# keypad_scanner

keypad_scanner, clock wiring as the flow saved it:
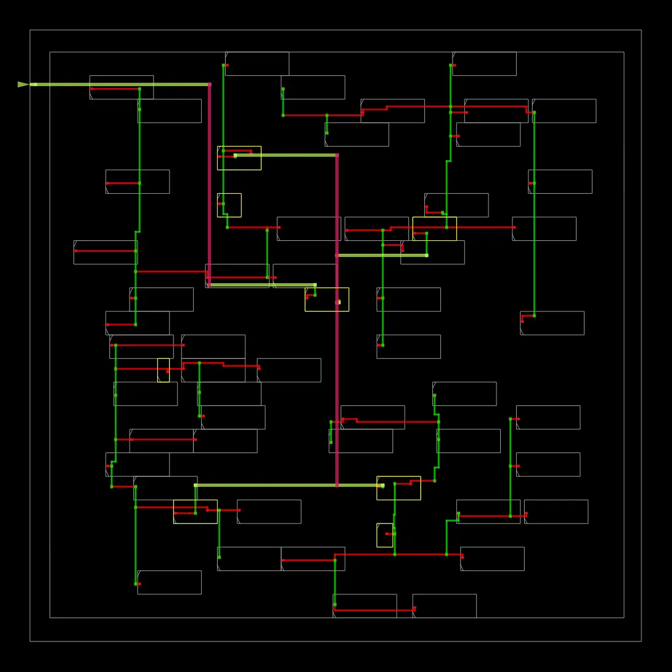

`src/rtl/keypad_scanner.sv`:
```
// 4x4 matrix keypad scanner: column strobe, frame debounce, hex key report.
// Define KEYPAD_DIGITS_EN to build the 16-bit last-four-keys digit register.
module keypad_scanner #(
    parameter logic [15:0] SCAN_DIV        = 16'd50000,
    parameter logic [3:0]  DEBOUNCE_FRAMES = 4'd4
) (
    input  logic        clk,
    input  logic        rst,
    input  logic [3:0]  row,
    output logic [3:0]  col,
    output logic [3:0]  key_code,
    output logic        key_valid,
    output logic        key_held,
    output logic [15:0] digits
);

    typedef enum logic [1:0] {
        S_IDLE,
        S_CAND,
        S_PRESSED,
        S_REL
    } state_t;

    logic [3:0]  r_sync1;
    logic [3:0]  r_sync2;
    logic [15:0] r_div;
    logic [1:0]  r_col_idx;
    logic [3:0]  r_col;
    logic        r_found;
    logic [3:0]  r_fkey;

    state_t      r_state;
    logic [3:0]  r_cnt;
    logic [3:0]  r_cand;
    logic [3:0]  r_key_code;
    logic        r_key_valid;
    logic        r_key_held;

    logic        w_tc;
    logic        w_frame_end;
    logic        w_hit;
    logic [1:0]  w_hit_row;
    logic [3:0]  w_hit_key;
    logic        w_det;
    logic [3:0]  w_det_key;
    logic [3:0]  w_cnt_nxt;
    logic        w_accept;
    logic [1:0]  w_idx_nxt;

    function automatic logic [3:0] f_keymap(input logic [3:0] pos);
        logic [3:0] k;
        unique case (pos)
            4'd0:    k = 4'h1;
            4'd1:    k = 4'h4;
            4'd2:    k = 4'h7;
            4'd3:    k = 4'h0;
            4'd4:    k = 4'h2;
            4'd5:    k = 4'h5;
            4'd6:    k = 4'h8;
            4'd7:    k = 4'hF;
            4'd8:    k = 4'h3;
            4'd9:    k = 4'h6;
            4'd10:   k = 4'h9;
            4'd11:   k = 4'hE;
            4'd12:   k = 4'hA;
            4'd13:   k = 4'hB;
            4'd14:   k = 4'hC;
            default: k = 4'hD;
        endcase
        return k;
    endfunction

    assign w_tc        = (r_div == SCAN_DIV - 16'd1);
    assign w_frame_end = w_tc && (r_col_idx == 2'd3);
    assign w_idx_nxt   = r_col_idx + 2'd1;
    assign w_cnt_nxt   = r_cnt + 4'd1;

    // Row 0 is row[3]; the lowest pressed row of this column wins.
    always_comb begin
        w_hit     = 1'b1;
        w_hit_row = 2'd0;
        priority case (1'b1)
            !r_sync2[3]: w_hit_row = 2'd0;
            !r_sync2[2]: w_hit_row = 2'd1;
            !r_sync2[1]: w_hit_row = 2'd2;
            !r_sync2[0]: w_hit_row = 2'd3;
            default:     w_hit     = 1'b0;
        endcase
    end

    assign w_hit_key = f_keymap({r_col_idx, w_hit_row});

    // Columns scan in position order, so an earlier hit in the frame wins.
    assign w_det     = r_found | w_hit;
    assign w_det_key = r_found ? r_fkey : w_hit_key;

    assign w_accept = w_frame_end && w_det &&
        ((r_state == S_IDLE && DEBOUNCE_FRAMES == 4'd1) ||
         (r_state == S_CAND && w_det_key == r_cand &&
          w_cnt_nxt == DEBOUNCE_FRAMES));

    always_ff @(posedge clk) begin
        if (rst) begin
            r_sync1   <= 4'b1111;
            r_sync2   <= 4'b1111;
            r_div     <= 16'd0;
            r_col_idx <= 2'd0;
            r_col     <= 4'b0111;
            r_found   <= 1'b0;
            r_fkey    <= 4'h0;
        end else begin
            r_sync1 <= row;
            r_sync2 <= r_sync1;
            if (w_tc) begin
                r_div     <= 16'd0;
                r_col_idx <= w_idx_nxt;
                r_col     <= ~(4'b1000 >> w_idx_nxt);
                if (w_frame_end) begin
                    r_found <= 1'b0;
                end else if (!r_found && w_hit) begin
                    r_found <= 1'b1;
                    r_fkey  <= w_hit_key;
                end
            end else begin
                r_div <= r_div + 16'd1;
            end
        end
    end

    always_ff @(posedge clk) begin
        if (rst) begin
            r_state     <= S_IDLE;
            r_cnt       <= 4'd0;
            r_cand      <= 4'h0;
            r_key_code  <= 4'h0;
            r_key_valid <= 1'b0;
            r_key_held  <= 1'b0;
        end else begin
            r_key_valid <= 1'b0;
            if (w_frame_end) begin
                unique case (r_state)
                    S_IDLE: begin
                        if (w_det) begin
                            r_cand  <= w_det_key;
                            r_cnt   <= 4'd1;
                            r_state <= w_accept ? S_PRESSED : S_CAND;
                        end
                    end
                    S_CAND: begin
                        if (w_det && w_det_key == r_cand) begin
                            r_cnt <= w_cnt_nxt;
                            if (w_accept) r_state <= S_PRESSED;
                        end else begin
                            r_state <= S_IDLE;
                        end
                    end
                    S_PRESSED: begin
                        if (!w_det) begin
                            r_cnt <= 4'd1;
                            if (DEBOUNCE_FRAMES == 4'd1) begin
                                r_state    <= S_IDLE;
                                r_key_held <= 1'b0;
                            end else begin
                                r_state <= S_REL;
                            end
                        end
                    end
                    S_REL: begin
                        if (w_det) begin
                            r_state <= S_PRESSED;
                        end else begin
                            r_cnt <= w_cnt_nxt;
                            if (w_cnt_nxt == DEBOUNCE_FRAMES) begin
                                r_state    <= S_IDLE;
                                r_key_held <= 1'b0;
                            end
                        end
                    end
                    default: r_state <= S_IDLE;
                endcase
            end
            if (w_accept) begin
                r_key_code  <= w_det_key;
                r_key_valid <= 1'b1;
                r_key_held  <= 1'b1;
            end
        end
    end

`ifdef KEYPAD_DIGITS_EN
    logic [15:0] r_digits;

    always_ff @(posedge clk) begin
        if (rst) begin
            r_digits <= 16'h0000;
        end else if (w_accept) begin
            r_digits <= {r_digits[11:0], w_det_key};
        end
    end

    assign digits = r_digits;
`else
    assign digits = 16'h0000;
`endif

    assign col       = r_col;
    assign key_code  = r_key_code;
    assign key_valid = r_key_valid;
    assign key_held  = r_key_held;

endmodule

```
`config.mk`:
```
export PLATFORM = sky130hd
export DESIGN_NAME = keypad_scanner
export DESIGN_NICKNAME = d
export VERILOG_FILES = /design/src/rtl/keypad_scanner.sv
export SDC_FILE = /design/constraint.sdc
export NUM_CORES = 1
export LEC_CHECK = 0
export ABC_AREA = 1
export CAP_MARGIN = 20
export CORE_MARGIN = 2
export CORE_UTILIZATION = 59
export DETAILED_ROUTE_END_ITERATION = 7
export MAX_ROUTING_LAYER = met4
export PLACE_DENSITY = 0.93
export SLEW_MARGIN = 20
export SYNTH_ARGS = -nofsm -noshare
export SYNTH_HDL_FRONTEND = slang
export SYNTH_SLANG_ARGS = --single-unit
```
`constraint.sdc`:
```
create_clock -name clk -period 5.1 [get_ports clk]
set_clock_uncertainty 0.15 [all_clocks]
set_input_delay 1.02 -clock clk [delete_from_list [all_inputs] [get_ports clk]]
set_output_delay 1.02 -clock clk [all_outputs]
set_load 0.01 [all_outputs]
```
# moving_average_mc_flat

## src/rtl/moving_average_mc_if.sv

```systemverilog
`default_nettype none
// ============================================================================
// Module   : moving_average_mc_if
// Purpose  : Tagged sample-in / average-out bundle for moving_average_mc.
//            The master side produces samples and control. The slave side
//            (the filter) returns tagged averages.
// Revision : 1.0 - initial release
// ============================================================================
interface moving_average_mc_if #(
  parameter int M = 3,
  parameter int N = 8,
  parameter int C = 4
);
  localparam int CW = (C > 1) ? $clog2(C) : 1;
  localparam int KW = $clog2(M + 1);

  logic          clear;
  logic [KW-1:0] win_log2;
  logic [N-1:0]  sample;
  logic [CW-1:0] sample_ch;
  logic          sample_valid;
  logic [N-1:0]  average;
  logic [CW-1:0] average_ch;
  logic          average_valid;

  modport master (
    output clear, win_log2, sample, sample_ch, sample_valid,
    input  average, average_ch, average_valid
  );

  modport slave (
    input  clear, win_log2, sample, sample_ch, sample_valid,
    output average, average_ch, average_valid
  );
endinterface
`default_nettype wire

```

## src/rtl/moving_average_mc.sv

```systemverilog
`default_nettype none
// ============================================================================
// Module   : moving_average_mc
// Purpose  : Multi-channel moving-average filter. Each channel has its own
//            2^M-entry history, write pointer, fill counter and running sum.
//            The window 2^k is selected at runtime on clear. Output is
//            registered with one cycle of latency.
// Revision : 1.0 - initial release
// ============================================================================
module moving_average_mc #(
  parameter int M = 3,
  parameter int N = 8,
  parameter int C = 4
) (
  input  logic               clk,
  input  logic               rst,
  moving_average_mc_if.slave bus
);
  localparam int CW = (C > 1) ? $clog2(C) : 1;
  localparam int KW = $clog2(M + 1);
  localparam int D  = 1 << M;

  // Per-channel storage and state
  logic [N-1:0]   buf_mem [C][D];
  logic [N+M-1:0] sum_q   [C];
  logic [M-1:0]   wp_q    [C];
  logic [M:0]     fc_q    [C];
  logic [KW-1:0]  k_q;

  // Datapath for the sample presented this cycle
  logic           in_range;
  logic           accept;
  logic [CW-1:0]  ch;
  logic [M:0]     win;
  logic           full;
  logic [M-1:0]   old_idx;
  logic [N-1:0]   old_val;
  logic [N+M-1:0] new_sum;
  logic [M+1:0]   fc_inc;
  logic           reach;
  logic [N-1:0]   avg_next;

  // Evaluate the window update for the incoming sample's channel
  always_comb begin
    in_range = (int'(bus.sample_ch) < C);
    accept   = bus.sample_valid && !bus.clear && in_range;
    // Redirect out-of-range tags to channel 0 so array reads stay in bounds.
    // accept is low for those tags, so nothing is updated.
    ch       = in_range ? bus.sample_ch : '0;
    win      = {{M{1'b0}}, 1'b1} << k_q;
    full     = (fc_q[ch] == win);
    // When the window is 2^M, the low M bits of win are zero. The sample that
    // leaves the window then sits at wp, and it is read before it is overwritten.
    old_idx  = wp_q[ch] - win[M-1:0];
    old_val  = full ? buf_mem[ch][old_idx] : '0;
    new_sum  = sum_q[ch] + {{M{1'b0}}, bus.sample} - {{M{1'b0}}, old_val};
    fc_inc   = {1'b0, fc_q[ch]} + 1'b1;
    reach    = (fc_inc >= {1'b0, win});
    avg_next = N'(new_sum >> k_q);
  end

  // Active window length, latched on clear and saturated to M
  always_ff @(posedge clk or posedge rst) begin
    if (rst) begin
      k_q <= KW'(M);
    end else if (bus.clear) begin
      k_q <= (int'(bus.win_log2) > M) ? KW'(M) : bus.win_log2;
    end
  end

  // Per-channel sums, pointers and fill counters
  always_ff @(posedge clk or posedge rst) begin
    if (rst) begin
      for (int c = 0; c < C; c++) begin
        sum_q[c] <= '0;
        wp_q[c]  <= '0;
        fc_q[c]  <= '0;
      end
    end else if (bus.clear) begin
      for (int c = 0; c < C; c++) begin
        sum_q[c] <= '0;
        wp_q[c]  <= '0;
        fc_q[c]  <= '0;
      end
    end else if (accept) begin
      sum_q[ch] <= new_sum;
      wp_q[ch]  <= wp_q[ch] + 1'b1;
      fc_q[ch]  <= reach ? win : fc_inc[M:0];
    end
  end

  // History buffer. Clear leaves it untouched because fc gating hides stale data.
  always_ff @(posedge clk) begin
    if (accept) begin
      buf_mem[ch][wp_q[ch]] <= bus.sample;
    end
  end

  // Registered tagged result; average and tag hold when no result is produced
  always_ff @(posedge clk or posedge rst) begin
    if (rst) begin
      bus.average       <= '0;
      bus.average_ch    <= '0;
      bus.average_valid <= 1'b0;
    end else if (accept && reach) begin
      bus.average       <= avg_next;
      bus.average_ch    <= ch;
      bus.average_valid <= 1'b1;
    end else begin
      bus.average_valid <= 1'b0;
    end
  end
endmodule
`default_nettype wire

```

## src/flat_wrapper.sv

```systemverilog
// flat-port wrapper written by rule: the top's interface ports become plain ports
module moving_average_mc_flat 
#(
  parameter int M = 3,
  parameter int N = 8,
  parameter int C = 4
)
  (clk, rst, bus_clear, bus_win_log2, bus_sample, bus_sample_ch, bus_sample_valid, bus_average, bus_average_ch, bus_average_valid);
  moving_average_mc_if #(.M(M), .N(N), .C(C)) bus_i ();
  input  logic clk;
  input  logic rst;
  input wire logic [$bits(bus_i.clear)-1:0] bus_clear;
  input wire logic [$bits(bus_i.win_log2)-1:0] bus_win_log2;
  input wire logic [$bits(bus_i.sample)-1:0] bus_sample;
  input wire logic [$bits(bus_i.sample_ch)-1:0] bus_sample_ch;
  input wire logic [$bits(bus_i.sample_valid)-1:0] bus_sample_valid;
  output wire logic [$bits(bus_i.average)-1:0] bus_average;
  output wire logic [$bits(bus_i.average_ch)-1:0] bus_average_ch;
  output wire logic [$bits(bus_i.average_valid)-1:0] bus_average_valid;
  assign bus_i.clear = bus_clear;
  assign bus_i.win_log2 = bus_win_log2;
  assign bus_i.sample = bus_sample;
  assign bus_i.sample_ch = bus_sample_ch;
  assign bus_i.sample_valid = bus_sample_valid;
  assign bus_average = bus_i.average;
  assign bus_average_ch = bus_i.average_ch;
  assign bus_average_valid = bus_i.average_valid;
  moving_average_mc #(.M(M), .N(N), .C(C)) u_core (.clk(clk), .rst(rst), .bus(bus_i));
endmodule
```

## config.mk

```make
export PLATFORM = sky130hd
export DESIGN_NAME = moving_average_mc_flat
export DESIGN_NICKNAME = d
export VERILOG_FILES = /design/src/rtl/moving_average_mc_if.sv /design/src/rtl/moving_average_mc.sv /design/src/flat_wrapper.sv
export SDC_FILE = /design/constraint.sdc
export NUM_CORES = 1
export LEC_CHECK = 0
export CORE_MARGIN = 2
export CORE_UTILIZATION = 55
export CTS_CLUSTER_SIZE = 10
export DETAILED_ROUTE_END_ITERATION = 16
export PLACE_DENSITY = 0.7
export SKIP_CTS_REPAIR_TIMING = 1
export SLEW_MARGIN = 20
export SYNTH_ARGS = -nofsm -noshare
export SYNTH_HDL_FRONTEND = slang
export SYNTH_SLANG_ARGS = --single-unit
```

## constraint.sdc

```tcl
create_clock -name clk -period 7.5 [get_ports clk]
set_clock_uncertainty 0.15 [all_clocks]
set_input_delay 1.125 -clock clk [delete_from_list [all_inputs] [get_ports clk]]
set_output_delay 1.125 -clock clk [all_outputs]
set_load 0.03 [all_outputs]
```

# parity_frame_sched_flat

[src/rtl/parity_frame_sched_if.sv]
`default_nettype none
// ============================================================================
// Module   : parity_frame_sched_if
// Brief    : Requester, detector and verdict signals of the parity scheduler.
// Revision : 1.0
// ============================================================================
interface parity_frame_sched_if #(
    parameter int N_REQ = 4,
    parameter int WIDTH = 8,
    parameter int IDW   = $clog2(N_REQ)
);
    logic [N_REQ-1:0]       req_valid;
    logic [N_REQ*WIDTH-1:0] req_data;
    logic [N_REQ-1:0]       req_ready;
    logic                   det_w;
    logic                   det_clr;
    logic                   det_z;
    logic                   res_valid;
    logic                   res_even;
    logic [IDW-1:0]         res_id;
    logic                   res_ready;
    logic                   busy;

    // Producers, detector and verdict consumer taken together.
    modport master (
        output req_valid, req_data, det_z, res_ready,
        input  req_ready, det_w, det_clr, res_valid, res_even, res_id, busy
    );

    modport slave (
        input  req_valid, req_data, det_z, res_ready,
        output req_ready, det_w, det_clr, res_valid, res_even, res_id, busy
    );
endinterface
`default_nettype wire

[src/rtl/parity_frame_sched.sv]
`default_nettype none
// ============================================================================
// Module   : parity_frame_sched
// Brief    : Round-robin sharing of one external serial even-ones detector.
// Revision : 1.0
// ============================================================================
module parity_frame_sched #(
    parameter int N_REQ = 4,
    parameter int WIDTH = 8,
    parameter int IDW   = $clog2(N_REQ)
) (
    input  wire logic            pos,
    input  wire logic            rst,
    parity_frame_sched_if.slave  bus
);
    localparam int                c_CNTW      = (WIDTH > 1) ? $clog2(WIDTH) : 1;
    localparam logic [c_CNTW-1:0] c_LAST      = c_CNTW'(WIDTH - 1);
    localparam logic [IDW-1:0]    c_GRANT_RST = IDW'(N_REQ - 1);
    localparam logic [IDW:0]      c_NREQ      = (IDW + 1)'(N_REQ);
    localparam logic [N_REQ-1:0]  c_ONE       = {{(N_REQ - 1){1'b0}}, 1'b1};

    localparam logic [1:0] c_IDLE   = 2'd0;
    localparam logic [1:0] c_CLEAR  = 2'd1;
    localparam logic [1:0] c_SHIFT  = 2'd2;
    localparam logic [1:0] c_RESULT = 2'd3;

    logic [1:0]        r_state;
    logic [1:0]        w_state_nxt;
    logic [IDW-1:0]    r_last_grant;
    logic [WIDTH-1:0]  r_shreg;
    logic [c_CNTW-1:0] r_cnt;
    logic              r_res_even;
    logic [IDW-1:0]    r_res_id;

    logic              w_grant_vld;
    logic [IDW-1:0]    w_grant_idx;
    logic [IDW:0]      w_sum;
    logic [WIDTH-1:0]  w_word;
    logic              w_hs;
    logic              w_det_clr;
    logic              w_det_w;
    logic [N_REQ-1:0]  w_req_ready;

    // Rotating priority search; walking k downward leaves the nearest hit.
    always_comb begin
        w_grant_vld = 1'b0;
        w_grant_idx = '0;
        w_sum       = '0;
        for (int k = N_REQ; k >= 1; k--) begin
            w_sum = {1'b0, r_last_grant} + (IDW + 1)'(k);
            if (w_sum >= c_NREQ) begin
                w_sum = w_sum - c_NREQ;
            end
            if (bus.req_valid[w_sum[IDW-1:0]]) begin
                w_grant_vld = 1'b1;
                w_grant_idx = w_sum[IDW-1:0];
            end
        end
    end

    assign w_word = bus.req_data[w_grant_idx*WIDTH +: WIDTH];

    always_ff @(posedge pos) begin
        if (!rst) begin
            r_state <= c_IDLE;
        end else begin
            r_state <= w_state_nxt;
        end
    end

    always_comb begin
        w_state_nxt = r_state;
        w_det_clr   = ~rst;
        w_det_w     = 1'b0;
        w_req_ready = '0;
        w_hs        = 1'b0;
        case (r_state)
            c_IDLE: begin
                if (w_grant_vld && rst) begin
                    w_req_ready = c_ONE << w_grant_idx;
                    w_hs        = 1'b1;
                    w_state_nxt = c_CLEAR;
                end
            end
            c_CLEAR: begin
                w_det_clr   = 1'b1;
                w_state_nxt = c_SHIFT;
            end
            c_SHIFT: begin
                w_det_w = r_shreg[0] & rst;
                if (r_cnt == c_LAST) begin
                    w_state_nxt = c_RESULT;
                end
            end
            c_RESULT: begin
                if (bus.res_ready) begin
                    w_state_nxt = c_IDLE;
                end
            end
            default: w_state_nxt = c_IDLE;
        endcase
    end

    // The Mealy output on the last shifted bit is the whole-word verdict.
    always_ff @(posedge pos) begin
        if (!rst) begin
            r_last_grant <= c_GRANT_RST;
            r_shreg      <= '0;
            r_cnt        <= '0;
            r_res_even   <= 1'b0;
            r_res_id     <= '0;
        end else begin
            if (w_hs) begin
                r_shreg      <= w_word;
                r_res_id     <= w_grant_idx;
                r_last_grant <= w_grant_idx;
            end else if (r_state == c_SHIFT) begin
                r_shreg <= r_shreg >> 1;
            end
            if (r_state == c_CLEAR) begin
                r_cnt <= '0;
            end else if (r_state == c_SHIFT) begin
                r_cnt <= r_cnt + 1'b1;
            end
            if ((r_state == c_SHIFT) && (r_cnt == c_LAST)) begin
                r_res_even <= bus.det_z;
            end
        end
    end

    assign bus.req_ready = w_req_ready;
    assign bus.det_w     = w_det_w;
    assign bus.det_clr   = w_det_clr;
    assign bus.res_valid = (r_state == c_RESULT);
    assign bus.res_even  = r_res_even;
    assign bus.res_id    = r_res_id;
    assign bus.busy      = (r_state != c_IDLE);
endmodule
`default_nettype wire

[src/flat_wrapper.sv]
// flat-port wrapper written by rule: the top's interface ports become plain ports
module parity_frame_sched_flat 
#(
    parameter int N_REQ = 4,
    parameter int WIDTH = 8,
    parameter int IDW   = $clog2(N_REQ)
)
  (pos, rst, bus_req_valid, bus_req_data, bus_det_z, bus_res_ready, bus_req_ready, bus_det_w, bus_det_clr, bus_res_valid, bus_res_even, bus_res_id, bus_busy);
  parity_frame_sched_if #(.N_REQ(N_REQ), .WIDTH(WIDTH), .IDW(IDW)) bus_i ();
  input  wire logic pos;
  input  wire logic rst;
  input wire logic [$bits(bus_i.req_valid)-1:0] bus_req_valid;
  input wire logic [$bits(bus_i.req_data)-1:0] bus_req_data;
  input wire logic [$bits(bus_i.det_z)-1:0] bus_det_z;
  input wire logic [$bits(bus_i.res_ready)-1:0] bus_res_ready;
  output wire logic [$bits(bus_i.req_ready)-1:0] bus_req_ready;
  output wire logic [$bits(bus_i.det_w)-1:0] bus_det_w;
  output wire logic [$bits(bus_i.det_clr)-1:0] bus_det_clr;
  output wire logic [$bits(bus_i.res_valid)-1:0] bus_res_valid;
  output wire logic [$bits(bus_i.res_even)-1:0] bus_res_even;
  output wire logic [$bits(bus_i.res_id)-1:0] bus_res_id;
  output wire logic [$bits(bus_i.busy)-1:0] bus_busy;
  assign bus_i.req_valid = bus_req_valid;
  assign bus_i.req_data = bus_req_data;
  assign bus_i.det_z = bus_det_z;
  assign bus_i.res_ready = bus_res_ready;
  assign bus_req_ready = bus_i.req_ready;
  assign bus_det_w = bus_i.det_w;
  assign bus_det_clr = bus_i.det_clr;
  assign bus_res_valid = bus_i.res_valid;
  assign bus_res_even = bus_i.res_even;
  assign bus_res_id = bus_i.res_id;
  assign bus_busy = bus_i.busy;
  parity_frame_sched #(.N_REQ(N_REQ), .WIDTH(WIDTH), .IDW(IDW)) u_core (.pos(pos), .rst(rst), .bus(bus_i));
endmodule
[config.mk]
export PLATFORM = sky130hd
export DESIGN_NAME = parity_frame_sched_flat
export DESIGN_NICKNAME = d
export VERILOG_FILES = /design/src/rtl/parity_frame_sched_if.sv /design/src/rtl/parity_frame_sched.sv /design/src/flat_wrapper.sv
export SDC_FILE = /design/constraint.sdc
export NUM_CORES = 1
export LEC_CHECK = 0
export CELL_PAD_IN_SITES_DETAIL_PLACEMENT = 0
export CELL_PAD_IN_SITES_GLOBAL_PLACEMENT = 1
export CORE_ASPECT_RATIO = 0.8
export CORE_MARGIN = 2
export CORE_UTILIZATION = 33
export DETAILED_ROUTE_END_ITERATION = 10
export GPL_ROUTABILITY_DRIVEN = 0
export PLACE_DENSITY_LB_ADDON = 0.1
export SLEW_MARGIN = 10
export SYNTH_ARGS = -nofsm -noshare
export SYNTH_HDL_FRONTEND = slang
export SYNTH_SLANG_ARGS = --single-unit
export TNS_END_PERCENT = 100
[constraint.sdc]
create_clock -name pos -period 3.3 [get_ports pos]
set_input_delay 0.66 -clock pos [delete_from_list [all_inputs] [get_ports pos]]
set_output_delay 0.66 -clock pos [all_outputs]
set_load 0.005 [all_outputs]
# fifo_sync_wr_arb

**src/rtl/fifo_sync_pkg.sv**
```systemverilog
// rtl/fifo_sync_pkg.sv - shared constants, state encoding and helpers for the sync FIFO slice
package fifo_sync_pkg;

  localparam int FIFO_ABITS = 10;
  localparam int FIFO_DBITS = 16;
  localparam int FIFO_FTHRD = 800;

  typedef enum logic {
    IDLE = 1'b0,
    XFER = 1'b1
  } arb_state_t;

  function automatic int clog2(input int n);
    int r;
    r = 0;
    while ((1 << r) < n) r++;
    return r;
  endfunction

endpackage

```
**src/rtl/rr_pick.sv**
```systemverilog
// rtl/rr_pick.sv - combinational round-robin picker: first set request at or after ptr, modulo NREQ
module rr_pick #(
  parameter int NREQ = 4,
  parameter int IW   = 2
) (
  input  logic [NREQ-1:0] req,
  input  logic [IW-1:0]   ptr,
  output logic            found,
  output logic [IW-1:0]   idx
);

  always_comb begin
    found = 1'b0;
    idx   = '0;
    for (int i = 0; i < NREQ; i++) begin
      if (!found && req[(int'(ptr) + i) % NREQ]) begin
        found = 1'b1;
        idx   = IW'((int'(ptr) + i) % NREQ);
      end
    end
  end

endmodule

```
**src/rtl/fifo_sync_wr_arb.sv**
```systemverilog
// rtl/fifo_sync_wr_arb.sv - round-robin burst arbiter sharing one sync FIFO write port
module fifo_sync_wr_arb
  import fifo_sync_pkg::*;
#(
  parameter int NREQ  = 4,
  parameter int DBITS = FIFO_DBITS,
  parameter int ABITS = FIFO_ABITS,
  parameter int FTHRD = FIFO_FTHRD,
  parameter int BURST = 8,
  localparam int GW   = (clog2(NREQ) < 1) ? 1 : clog2(NREQ)
) (
  input  logic                  clk,
  input  logic                  rst,
  input  logic [NREQ-1:0]       req_valid,
  input  logic [NREQ*DBITS-1:0] req_data,
  output logic [NREQ-1:0]       req_ready,
  output logic                  fifo_wren,
  output logic [DBITS-1:0]      fifo_wr_data,
  input  logic                  fifo_wrfull,
  input  logic [ABITS-1:0]      fifo_num,
  output logic [GW-1:0]         grant_id,
  output logic                  grant_act
);

  localparam int CW = clog2(BURST + 1);

  arb_state_t              state, state_nxt;
  logic [GW-1:0]           rr_ptr;
  logic [CW-1:0]           beat_cnt;
  logic                    pick_found;
  logic [GW-1:0]           pick_idx;
  logic signed [ABITS+1:0] headroom;
  logic                    headroom_ok;
  logic                    grant_rdy;
  logic                    hs;
  logic                    xfer_exit;
  logic [DBITS-1:0]        cur_data;

  rr_pick #(.NREQ(NREQ), .IW(GW)) u_pick (
    .req   (req_valid),
    .ptr   (rr_ptr),
    .found (pick_found),
    .idx   (pick_idx)
  );

  // The in-flight registered write is not yet reflected in fifo_num, so count it here.
  assign headroom    = (ABITS+2)'(FTHRD) - {2'b00, fifo_num} - {{(ABITS+1){1'b0}}, fifo_wren};
  assign headroom_ok = (headroom >= $signed((ABITS+2)'(BURST)));
  assign cur_data    = req_data[int'(grant_id)*DBITS +: DBITS];

  always_comb begin
    state_nxt = state;
    req_ready = '0;
    grant_act = 1'b0;
    grant_rdy = 1'b0;
    hs        = 1'b0;
    xfer_exit = 1'b0;
    case (state)
      IDLE: begin
        if (pick_found && headroom_ok) state_nxt = XFER;
      end
      XFER: begin
        grant_act           = 1'b1;
        grant_rdy           = (beat_cnt < CW'(BURST)) & ~fifo_wrfull;
        req_ready[grant_id] = grant_rdy;
        hs                  = req_valid[grant_id] & grant_rdy;
        xfer_exit           = (hs && (beat_cnt == CW'(BURST - 1))) || !req_valid[grant_id];
        if (xfer_exit) state_nxt = IDLE;
      end
      default: state_nxt = IDLE;
    endcase
  end

  always_ff @(posedge clk) begin
    if (rst) state <= IDLE;
    else     state <= state_nxt;
  end

  always_ff @(posedge clk) begin
    if (rst) begin
      rr_ptr       <= '0;
      beat_cnt     <= '0;
      grant_id     <= '0;
      fifo_wren    <= 1'b0;
      fifo_wr_data <= '0;
    end else begin
      fifo_wren <= hs;
      if (hs) begin
        fifo_wr_data <= cur_data;
        beat_cnt     <= beat_cnt + CW'(1);
      end
      if (state == IDLE && state_nxt == XFER) begin
        grant_id <= pick_idx;
        beat_cnt <= '0;
      end
      if (xfer_exit) rr_ptr <= (grant_id == GW'(NREQ - 1)) ? '0 : grant_id + GW'(1);
    end
  end

endmodule

```
**config.mk**
```make
export PLATFORM = sky130hd
export DESIGN_NAME = fifo_sync_wr_arb
export DESIGN_NICKNAME = d
export VERILOG_FILES = /design/src/rtl/fifo_sync_pkg.sv /design/src/rtl/rr_pick.sv /design/src/rtl/fifo_sync_wr_arb.sv
export SDC_FILE = /design/constraint.sdc
export NUM_CORES = 1
export LEC_CHECK = 0
export CAP_MARGIN = 20
export CELL_PAD_IN_SITES_DETAIL_PLACEMENT = 1
export CELL_PAD_IN_SITES_GLOBAL_PLACEMENT = 2
export CORE_ASPECT_RATIO = 0.9
export CORE_MARGIN = 5
export CORE_UTILIZATION = 22
export DETAILED_ROUTE_END_ITERATION = 12
export PLACE_DENSITY_LB_ADDON = 0.15
export SETUP_SLACK_MARGIN = 0.02
export SYNTH_ARGS = -nofsm -noshare
export SYNTH_HDL_FRONTEND = slang
export SYNTH_SLANG_ARGS = --single-unit
```
**constraint.sdc**
```tcl
create_clock -name clk -period 6.75 [get_ports clk]
set_clock_uncertainty 0.05 [all_clocks]
set_input_delay 2.025 -clock clk [delete_from_list [all_inputs] [get_ports clk]]
set_output_delay 2.025 -clock clk [all_outputs]
set_load 0.005 [all_outputs]
```
parity_frame_sched_flat, placement by cell class:
(8 px per µm)
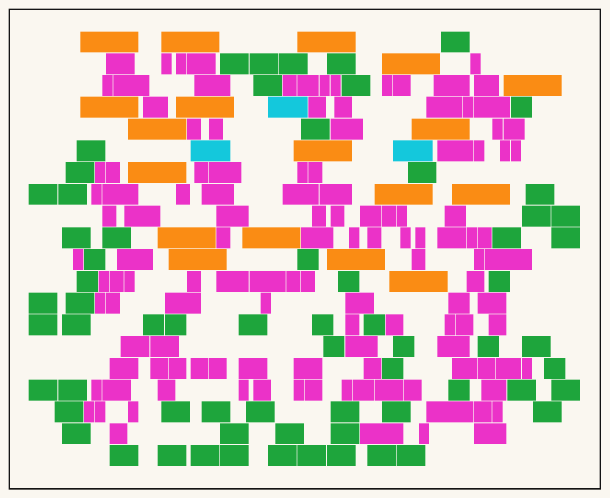
flip-flops -> orange  # cells 18
cells driving clock nets -> cyan  # cells 3
all other logic -> magenta  # cells 125
other buffers and delay cells -> green  # cells 66

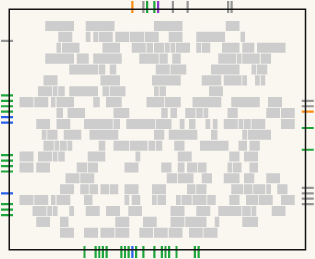
parity_frame_sched_flat: ports around the boundary
(4 px per µm) Pins as bars across the die edge, other pins in gray.
`bus_req_ready` -> blue  # pins 4, direction output, edge 3 left, 1 bottom
`bus_req_data` -> green  # pins 32, direction input, edge 17 bottom, 11 left, 2 top, 2 right
`bus_det_z` -> purple  # pins 1, direction input, edge top
`bus_res_id` -> orange  # pins 2, direction output, edge 1 top, 1 right
all pins by edge = 18 bottom, 15 left, 9 right, 9 top
Die H: 59.8 µm
die width: 73.7 µm
Port Buf Inserts: 50

==> flow_summary.json, parity_frame_sched_flat <==
{
  "clkSinkCount": 18,
  "fillCellCount": 356,
  "m1WireLength_mm": 1.69,
  "cts_setup_buffers": 0,
  "worstPathMaxFanout": 6,
  "worst-r2r-cell-count": 6,
  "grt_max_degree": 21,
  "status": "complete, no violations",
  "min_to": "u_core.bus.res_id[1]",
  "drive_gt1_frac": 0.193,
  "synth.logic.top_family": "AND-OR/OR-AND gates",
  "ys_sh_simple": 0.194,
  "hold_ws_ns": 0.465,
  "path_depth": 6,
  "ys_top_cells_by_count": "dfxtp_1, inv_1, nand2_1, nor2_1, a21oi_1",
  "htree_levels": 1,
  "ys_types": 39,
  "postSynthSeqShare": 0.281,
  "slowest_delay_ns": 0.56,
  "synthAoiAreaFrac": 0.272,
  "cts_hold_buf": 0,
  "fp_util": 0.342,
  "max_flop_register": "u_core.r_shreg",
  "final-hold-violation-count": 0,
  "r2r_end": "u_core.r_state[1]",
  "warnings": 29,
  "final_area_um2": 1960,
  "min_period_over_period": 0.972,
  "largest_area_cell": "dfxtp_1",
  "diodes": 0,
  "top_layer": "met4",
  "firstDrtPassIters": 4,
  "worst_setup_path_start_kind": "input port",
  "fin_nets": 260,
  "grt_usage": 0.172,
  "whs_path_depth": 2,
  "synth.cell_area_um2": 1280,
  "pin_count": 51,
  "clk_pin_slew_ns": 0.07,
  "cp-endpoint": "bus_req_ready[1]",
  "core-area_um2": 3750,
  "grt_pass1_wl_mm": 5.84,
  "fmax_mhz": 312,
  "route.met3.wl_um": 226,
  "hpwl_mm": 2.93,
  "p_leak_uw": 0.000864,
  "n_all_inverters": 15,
  "path_class": "in2out",
  "busiest_layer": "met2",
  "tap_cells": 44,
  "syn_to_final_growth_pct": 52.8
}
==> parity_frame_sched_flat: cell usage in the layout, fill, tap and decap left out, types with 8 or more instances in the layout <==
cell / instances
clkdlybuf4s50_1: 50
o211a_1: 8
a21oi_1: 9
inv_1: 15
nand4_1: 9
buf_4: 16
nor2_1: 11
o21ai_1: 9
dfxtp_1: 18
nand2_1: 11
==> parity_frame_sched_flat: report_power, final <==
group	switching, µW	total (µW)	internal [µW]	leakage [µW]
registers	48.7	331	282	0.000148
clock network	72.2	153	81.1	0.0000216
logic	311	657	346	0.000694
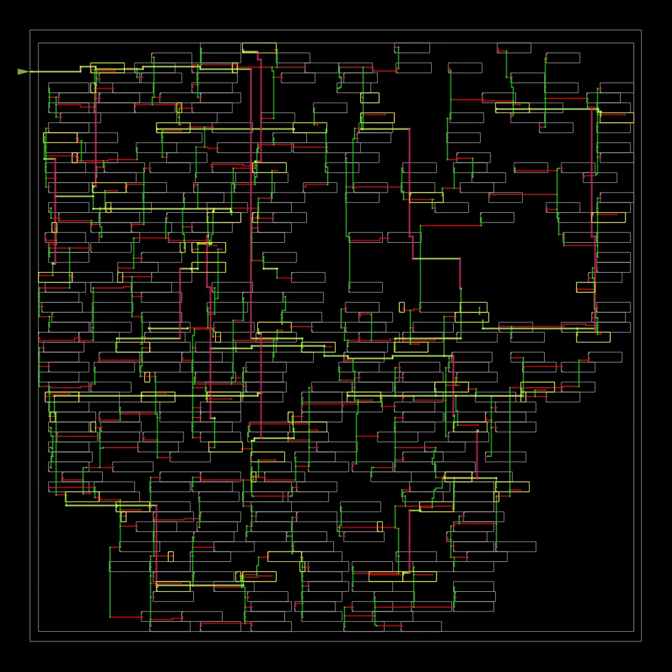
moving_average_mc_flat: clock wiring as the flow saved it
Clock Buffer Count: 65
Clk. pwr: 1760 µW
CTS Sinks: 341
total CTS buffers: 40

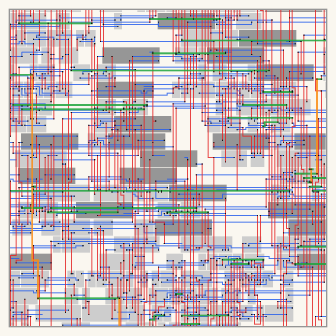
moving_average_mc_flat: a small window of the routed layout
Window x 100 to 150, y 100 to 150 µm. Cells in gray, sequential cells in the stronger gray; small squares are vias.
met2 -> red
met1 -> blue
met4 -> orange
met3 -> green
netlist names of flops here include = `u_core.sum_q` (12), `u_core.bus.average` (5), `u_core.fc_q` (4)
cells with their middle in the window = 153
most frequent = dfrtp_1 (21), a22o_1 (17), inv_1 (11)
sequential cells in the window = 21

==> flow_summary.json, moving_average_mc_flat <==
{
  "r2r_end": "u_core.bus.average[6]",
  "switching_share": 0.270,
  "drive_gt1_frac": 0.205,
  "status": "complete, no violations",
  "synth.cell_area_um2": 14600,
  "clk_pin_slew_ns": 0.05,
  "cp_common_cell": "buf_4",
  "setup_violations": 0,
  "ys_area_um2": 14600,
  "combinationalPower_uw": 888,
  "synth.top_cell.area_share": 0.528,
  "postSynthSeqShare": 0.674,
  "drt_iter0_markers": 778,
  "async_reset_ff_frac": 0.249,
  "port_buffers": 26,
  "whs_path_depth": 2,
  "grt_use_met2": 0.403,
  "worst-r2r-cell-count": 14,
  "routabilityCongestion": 0.836,
  "hpwl_mm": 21.0,
  "layout.cells.most_common": "edfxtp_1"
}
-- moving_average_mc_flat: logic make-up (layout without fill, tap and decap cells) --
group | count (synthesis) | after routing | synth area share
simple gates | 146 | 146 | 0.0437
buf+inv | 62 | 136 | 0.0179
fa+ha+maj | 27 | 27 | 0.0278
flops | 341 | 341 | 0.674
mux | 118 | 118 | 0.166
xor+xnor | 13 | 13 | 0.00833
compound gates | 123 | 123 | 0.0623
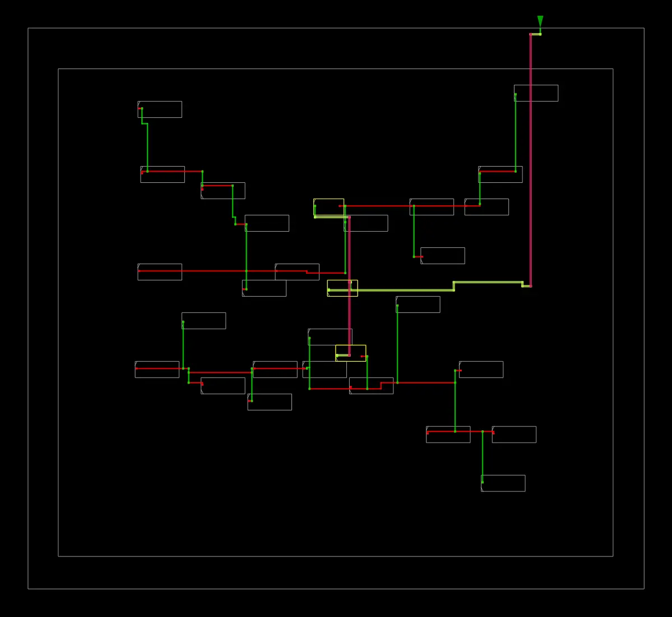
fifo_sync_wr_arb: clock wiring as the flow saved it
Clk. pwr: 87.3 µW
Late-Pin Clk Latency: 0.27 ns
Clock Buffer Count: 3

==> flow_summary.json, fifo_sync_wr_arb <==
{
  "async_reset_ff_frac": 0,
  "synthAoiAreaFrac": 0.122,
  "end_kind": "output port",
  "utilization": 0.386,
  "cp_common_cell": "clkdlybuf4s50_1",
  "logic_gates": 138,
  "setup_violations": 0,
  "edf_count": 0,
  "busiest_layer": "met2",
  "via_count": 1763,
  "buffer_area_frac": 0.373,
  "drt_iter0_markers": 13,
  "die_width_um": 103,
  "switching_share": 0.259,
  "fin_nets": 375,
  "ys_sh_simple": 0.185,
  "clkSinkCount": 26,
  "finalPower_uw": 391,
  "num_rows": 30,
  "hold_ws_ns": 0.408,
  "tap_cells": 96,
  "tns_ns": 0,
  "pre_cts_slack_ns": 0.976,
  "met1_usage": 0.145,
  "topCellsByArea": "dfxtp_1, mux4_2, nand2_1",
  "r2r_end": "beat_cnt[2]",
  "cts_tree": "yes",
  "ys_sh_mux": 0.255,
  "mi_logic_area_um2": 1120,
  "route.met3.wl_um": 379,
  "grt_pass1_wl_mm": 9.20,
  "htree_levels": 1,
  "status": "complete, no violations",
  "comb_share": 0.382,
  "combinationalPower_uw": 134,
  "grt_max_degree": 29,
  "hpwl_mm": 4.74,
  "grt_use_met2": 0.215,
  "sh_seq_area": 0.178,
  "hp-class": "reg2reg",
  "r2r-start": "grant_id[1]",
  "port_buffers": 104,
  "cts_made_buffers": 3,
  "routabilityCongestion": 0.675,
  "postSynthSeqShare": 0.303,
  "antenna_found_initial": 0,
  "whs_path_depth": 2,
  "ys_cells": 184,
  "cts_root_buf": "clkbuf_8",
  "path_class": "in2out",
  "cts_setup_buffers": 0,
  "die-height_um": 93.9,
  "synth.logic.top_family": "multiplexers",
  "power_frac_clock": 0.223,
  "cts_hold_buf": 0,
  "drc": 0,
  "power_leader": "sequential cells",
  "final-clk-cell-share": 0.0141,
  "cp-endpoint": "req_ready[0]"
}
-- fifo_sync_wr_arb: flip-flops by register name (all words and copies together), names as in the netlist --
| signal | count |
|---|---|
| rr_ptr | 2 |
| beat_cnt | 4 |
| state | 1 |
| fifo_wren | 1 |
| fifo_wr_data | 16 |
| grant_id | 2 |
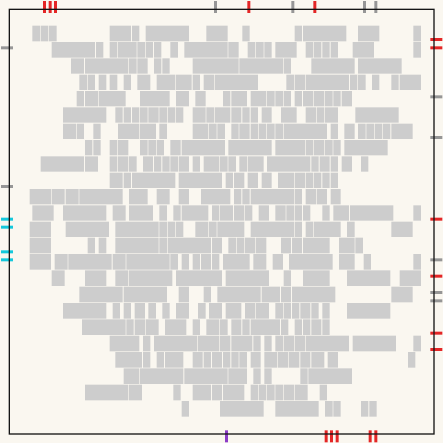
keypad_scanner: ports around the boundary
(6 px per µm) Pins as bars across the die edge, other pins in gray.
`rst` -> purple  # pins 1, direction input, edge bottom
`digits` -> red  # pins 16, direction output, edge 6 right, 5 bottom, 5 top
`row` -> cyan  # pins 4, direction input, edge left
die width: 70.5 µm
Die H: 70.5 µm
Port Buf Inserts: 15

## Picture notes: 'clock wiring as the flow saved it' of keypad_scanner
registers: 51
CTS Sinks: 51
Late-Pin Clk Latency: 0.30 ns

==> flow_summary.json, keypad_scanner <==
{
  "power_frac_clock": 0.332,
  "sh_seq_area": 0.361,
  "ys_top_cells_by_count": "nand2_1, dfxtp_1, inv_1",
  "async_reset_ff_frac": 0,
  "cts_made_buffers": 5,
  "utilization": 0.654,
  "grt_pass1_wl_mm": 7.94,
  "cts_hold_buf": 0,
  "switching_share": 0.247,
  "via_count": 2188,
  "use_met3": 0.0484,
  "clock_buffers": 6,
  "synthFlopType": "dfxtp_1",
  "mi_logic_area_um2": 1330,
  "powerDensity_nw_per_um2": 242,
  "path_class": "in2reg",
  "m1WireLength_mm": 2.14,
  "status": "complete, no violations",
  "drt_iter0_markers": 188,
  "diodes": 0,
  "antenna_found_initial": 0,
  "htree_levels": 2,
  "fp_util": 0.604,
  "r2r_end": "r_cnt[2]",
  "hp-start": "r_sync1[3]",
  "grt_max_degree": 21,
  "ys_types": 38,
  "max_flop_register": "r_div",
  "fmax_mhz": 376,
  "routabilityCongestion": 0.869,
  "hp-class": "reg2reg",
  "pin_count": 32,
  "worst_slack_ns": 2.44,
  "regArea_um2": 1020,
  "antenna_left": 0,
  "finalPower_uw": 686,
  "hpwl_mm": 3.38,
  "grt_use_met2": 0.321,
  "ys_cells": 356,
  "min_to": "r_sync2[3]",
  "ctsResizeCount": 0,
  "busiest_layer": "met2",
  "layout.cells.most_common": "nand2_1",
  "dpl_cell_area_um2": 2740,
  "drv_cap": 0,
  "route.met3.wl_um": 198,
  "drive_gt1_frac": 0.0912,
  "synth_flops": 51,
  "core-area_um2": 4320,
  "logic_gates": 252,
  "drt_wl_total_mm": 4.58,
  "cts_tree": "yes",
  "cts.path.max_buffers": 2,
  "p_clk_uw": 228,
  "p_seq_uw": 407,
  "firstDrtPassIters": 4,
  "mostFrequentLayoutCells": "nand2_1, dfxtp_1, inv_1",
  "postSynthAreaPerCell_um2": 7.34,
  "synth_warnings": 0,
  "tightest_slew_ns": 0.727
}
## keypad_scanner: cells by family (layout without fill, tap and decap cells)
| kind of cell | count (synthesis) | in the layout | synth area share |
|---|---|---|---|
| buf+inv | 68 | 70 | 0.122 |
| xor+xnor | 6 | 6 | 0.0201 |
| compound gates | 49 | 49 | 0.109 |
| fa+ha+maj | 8 | 8 | 0.0383 |
| simple gates | 173 | 173 | 0.318 |
| other cells | 1 | 16 | 0.00144 |
| flops | 51 | 51 | 0.391 |
## keypad_scanner: critical path, stage by stage
cell and delay (ns):
clkdlybuf4s50_1 0.94, inv_1 0.47, o21ai_0 0.21, a21oi_1 0.06

==> gallery <==
Met3 routing.
panel A
(3 px per µm) Cells faint in the background.
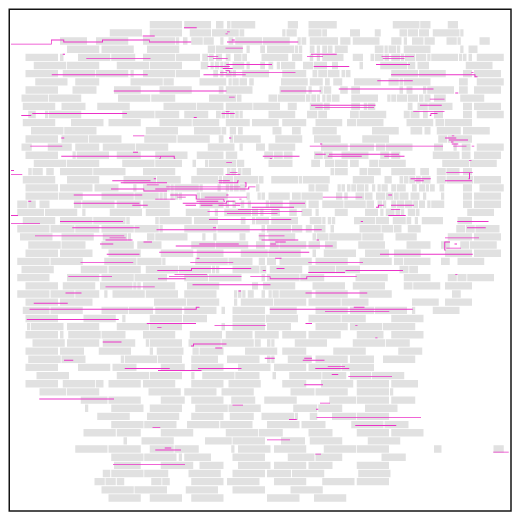
panel B
(6 px per µm) Cells faint in the background.
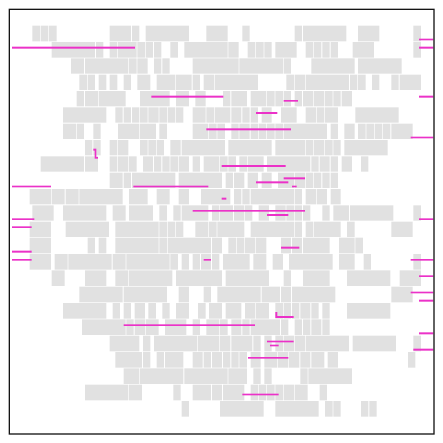
panel C
(4 px per µm) Cells faint in the background.
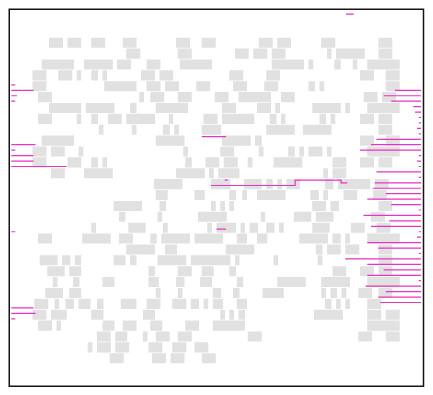
panel D
(6 px per µm) Cells faint in the background.
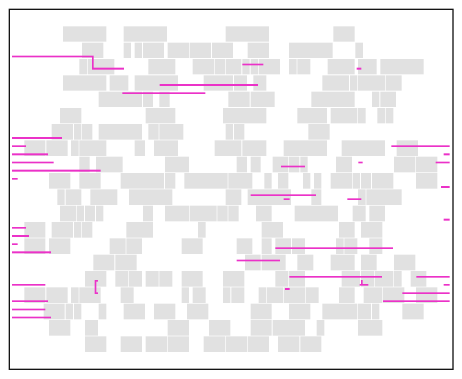
parity_frame_sched_flat: panel D
fifo_sync_wr_arb: panel C
moving_average_mc_flat: panel A
keypad_scanner: panel B


No activity file was given, so power comes from the tool's default toggle rates.
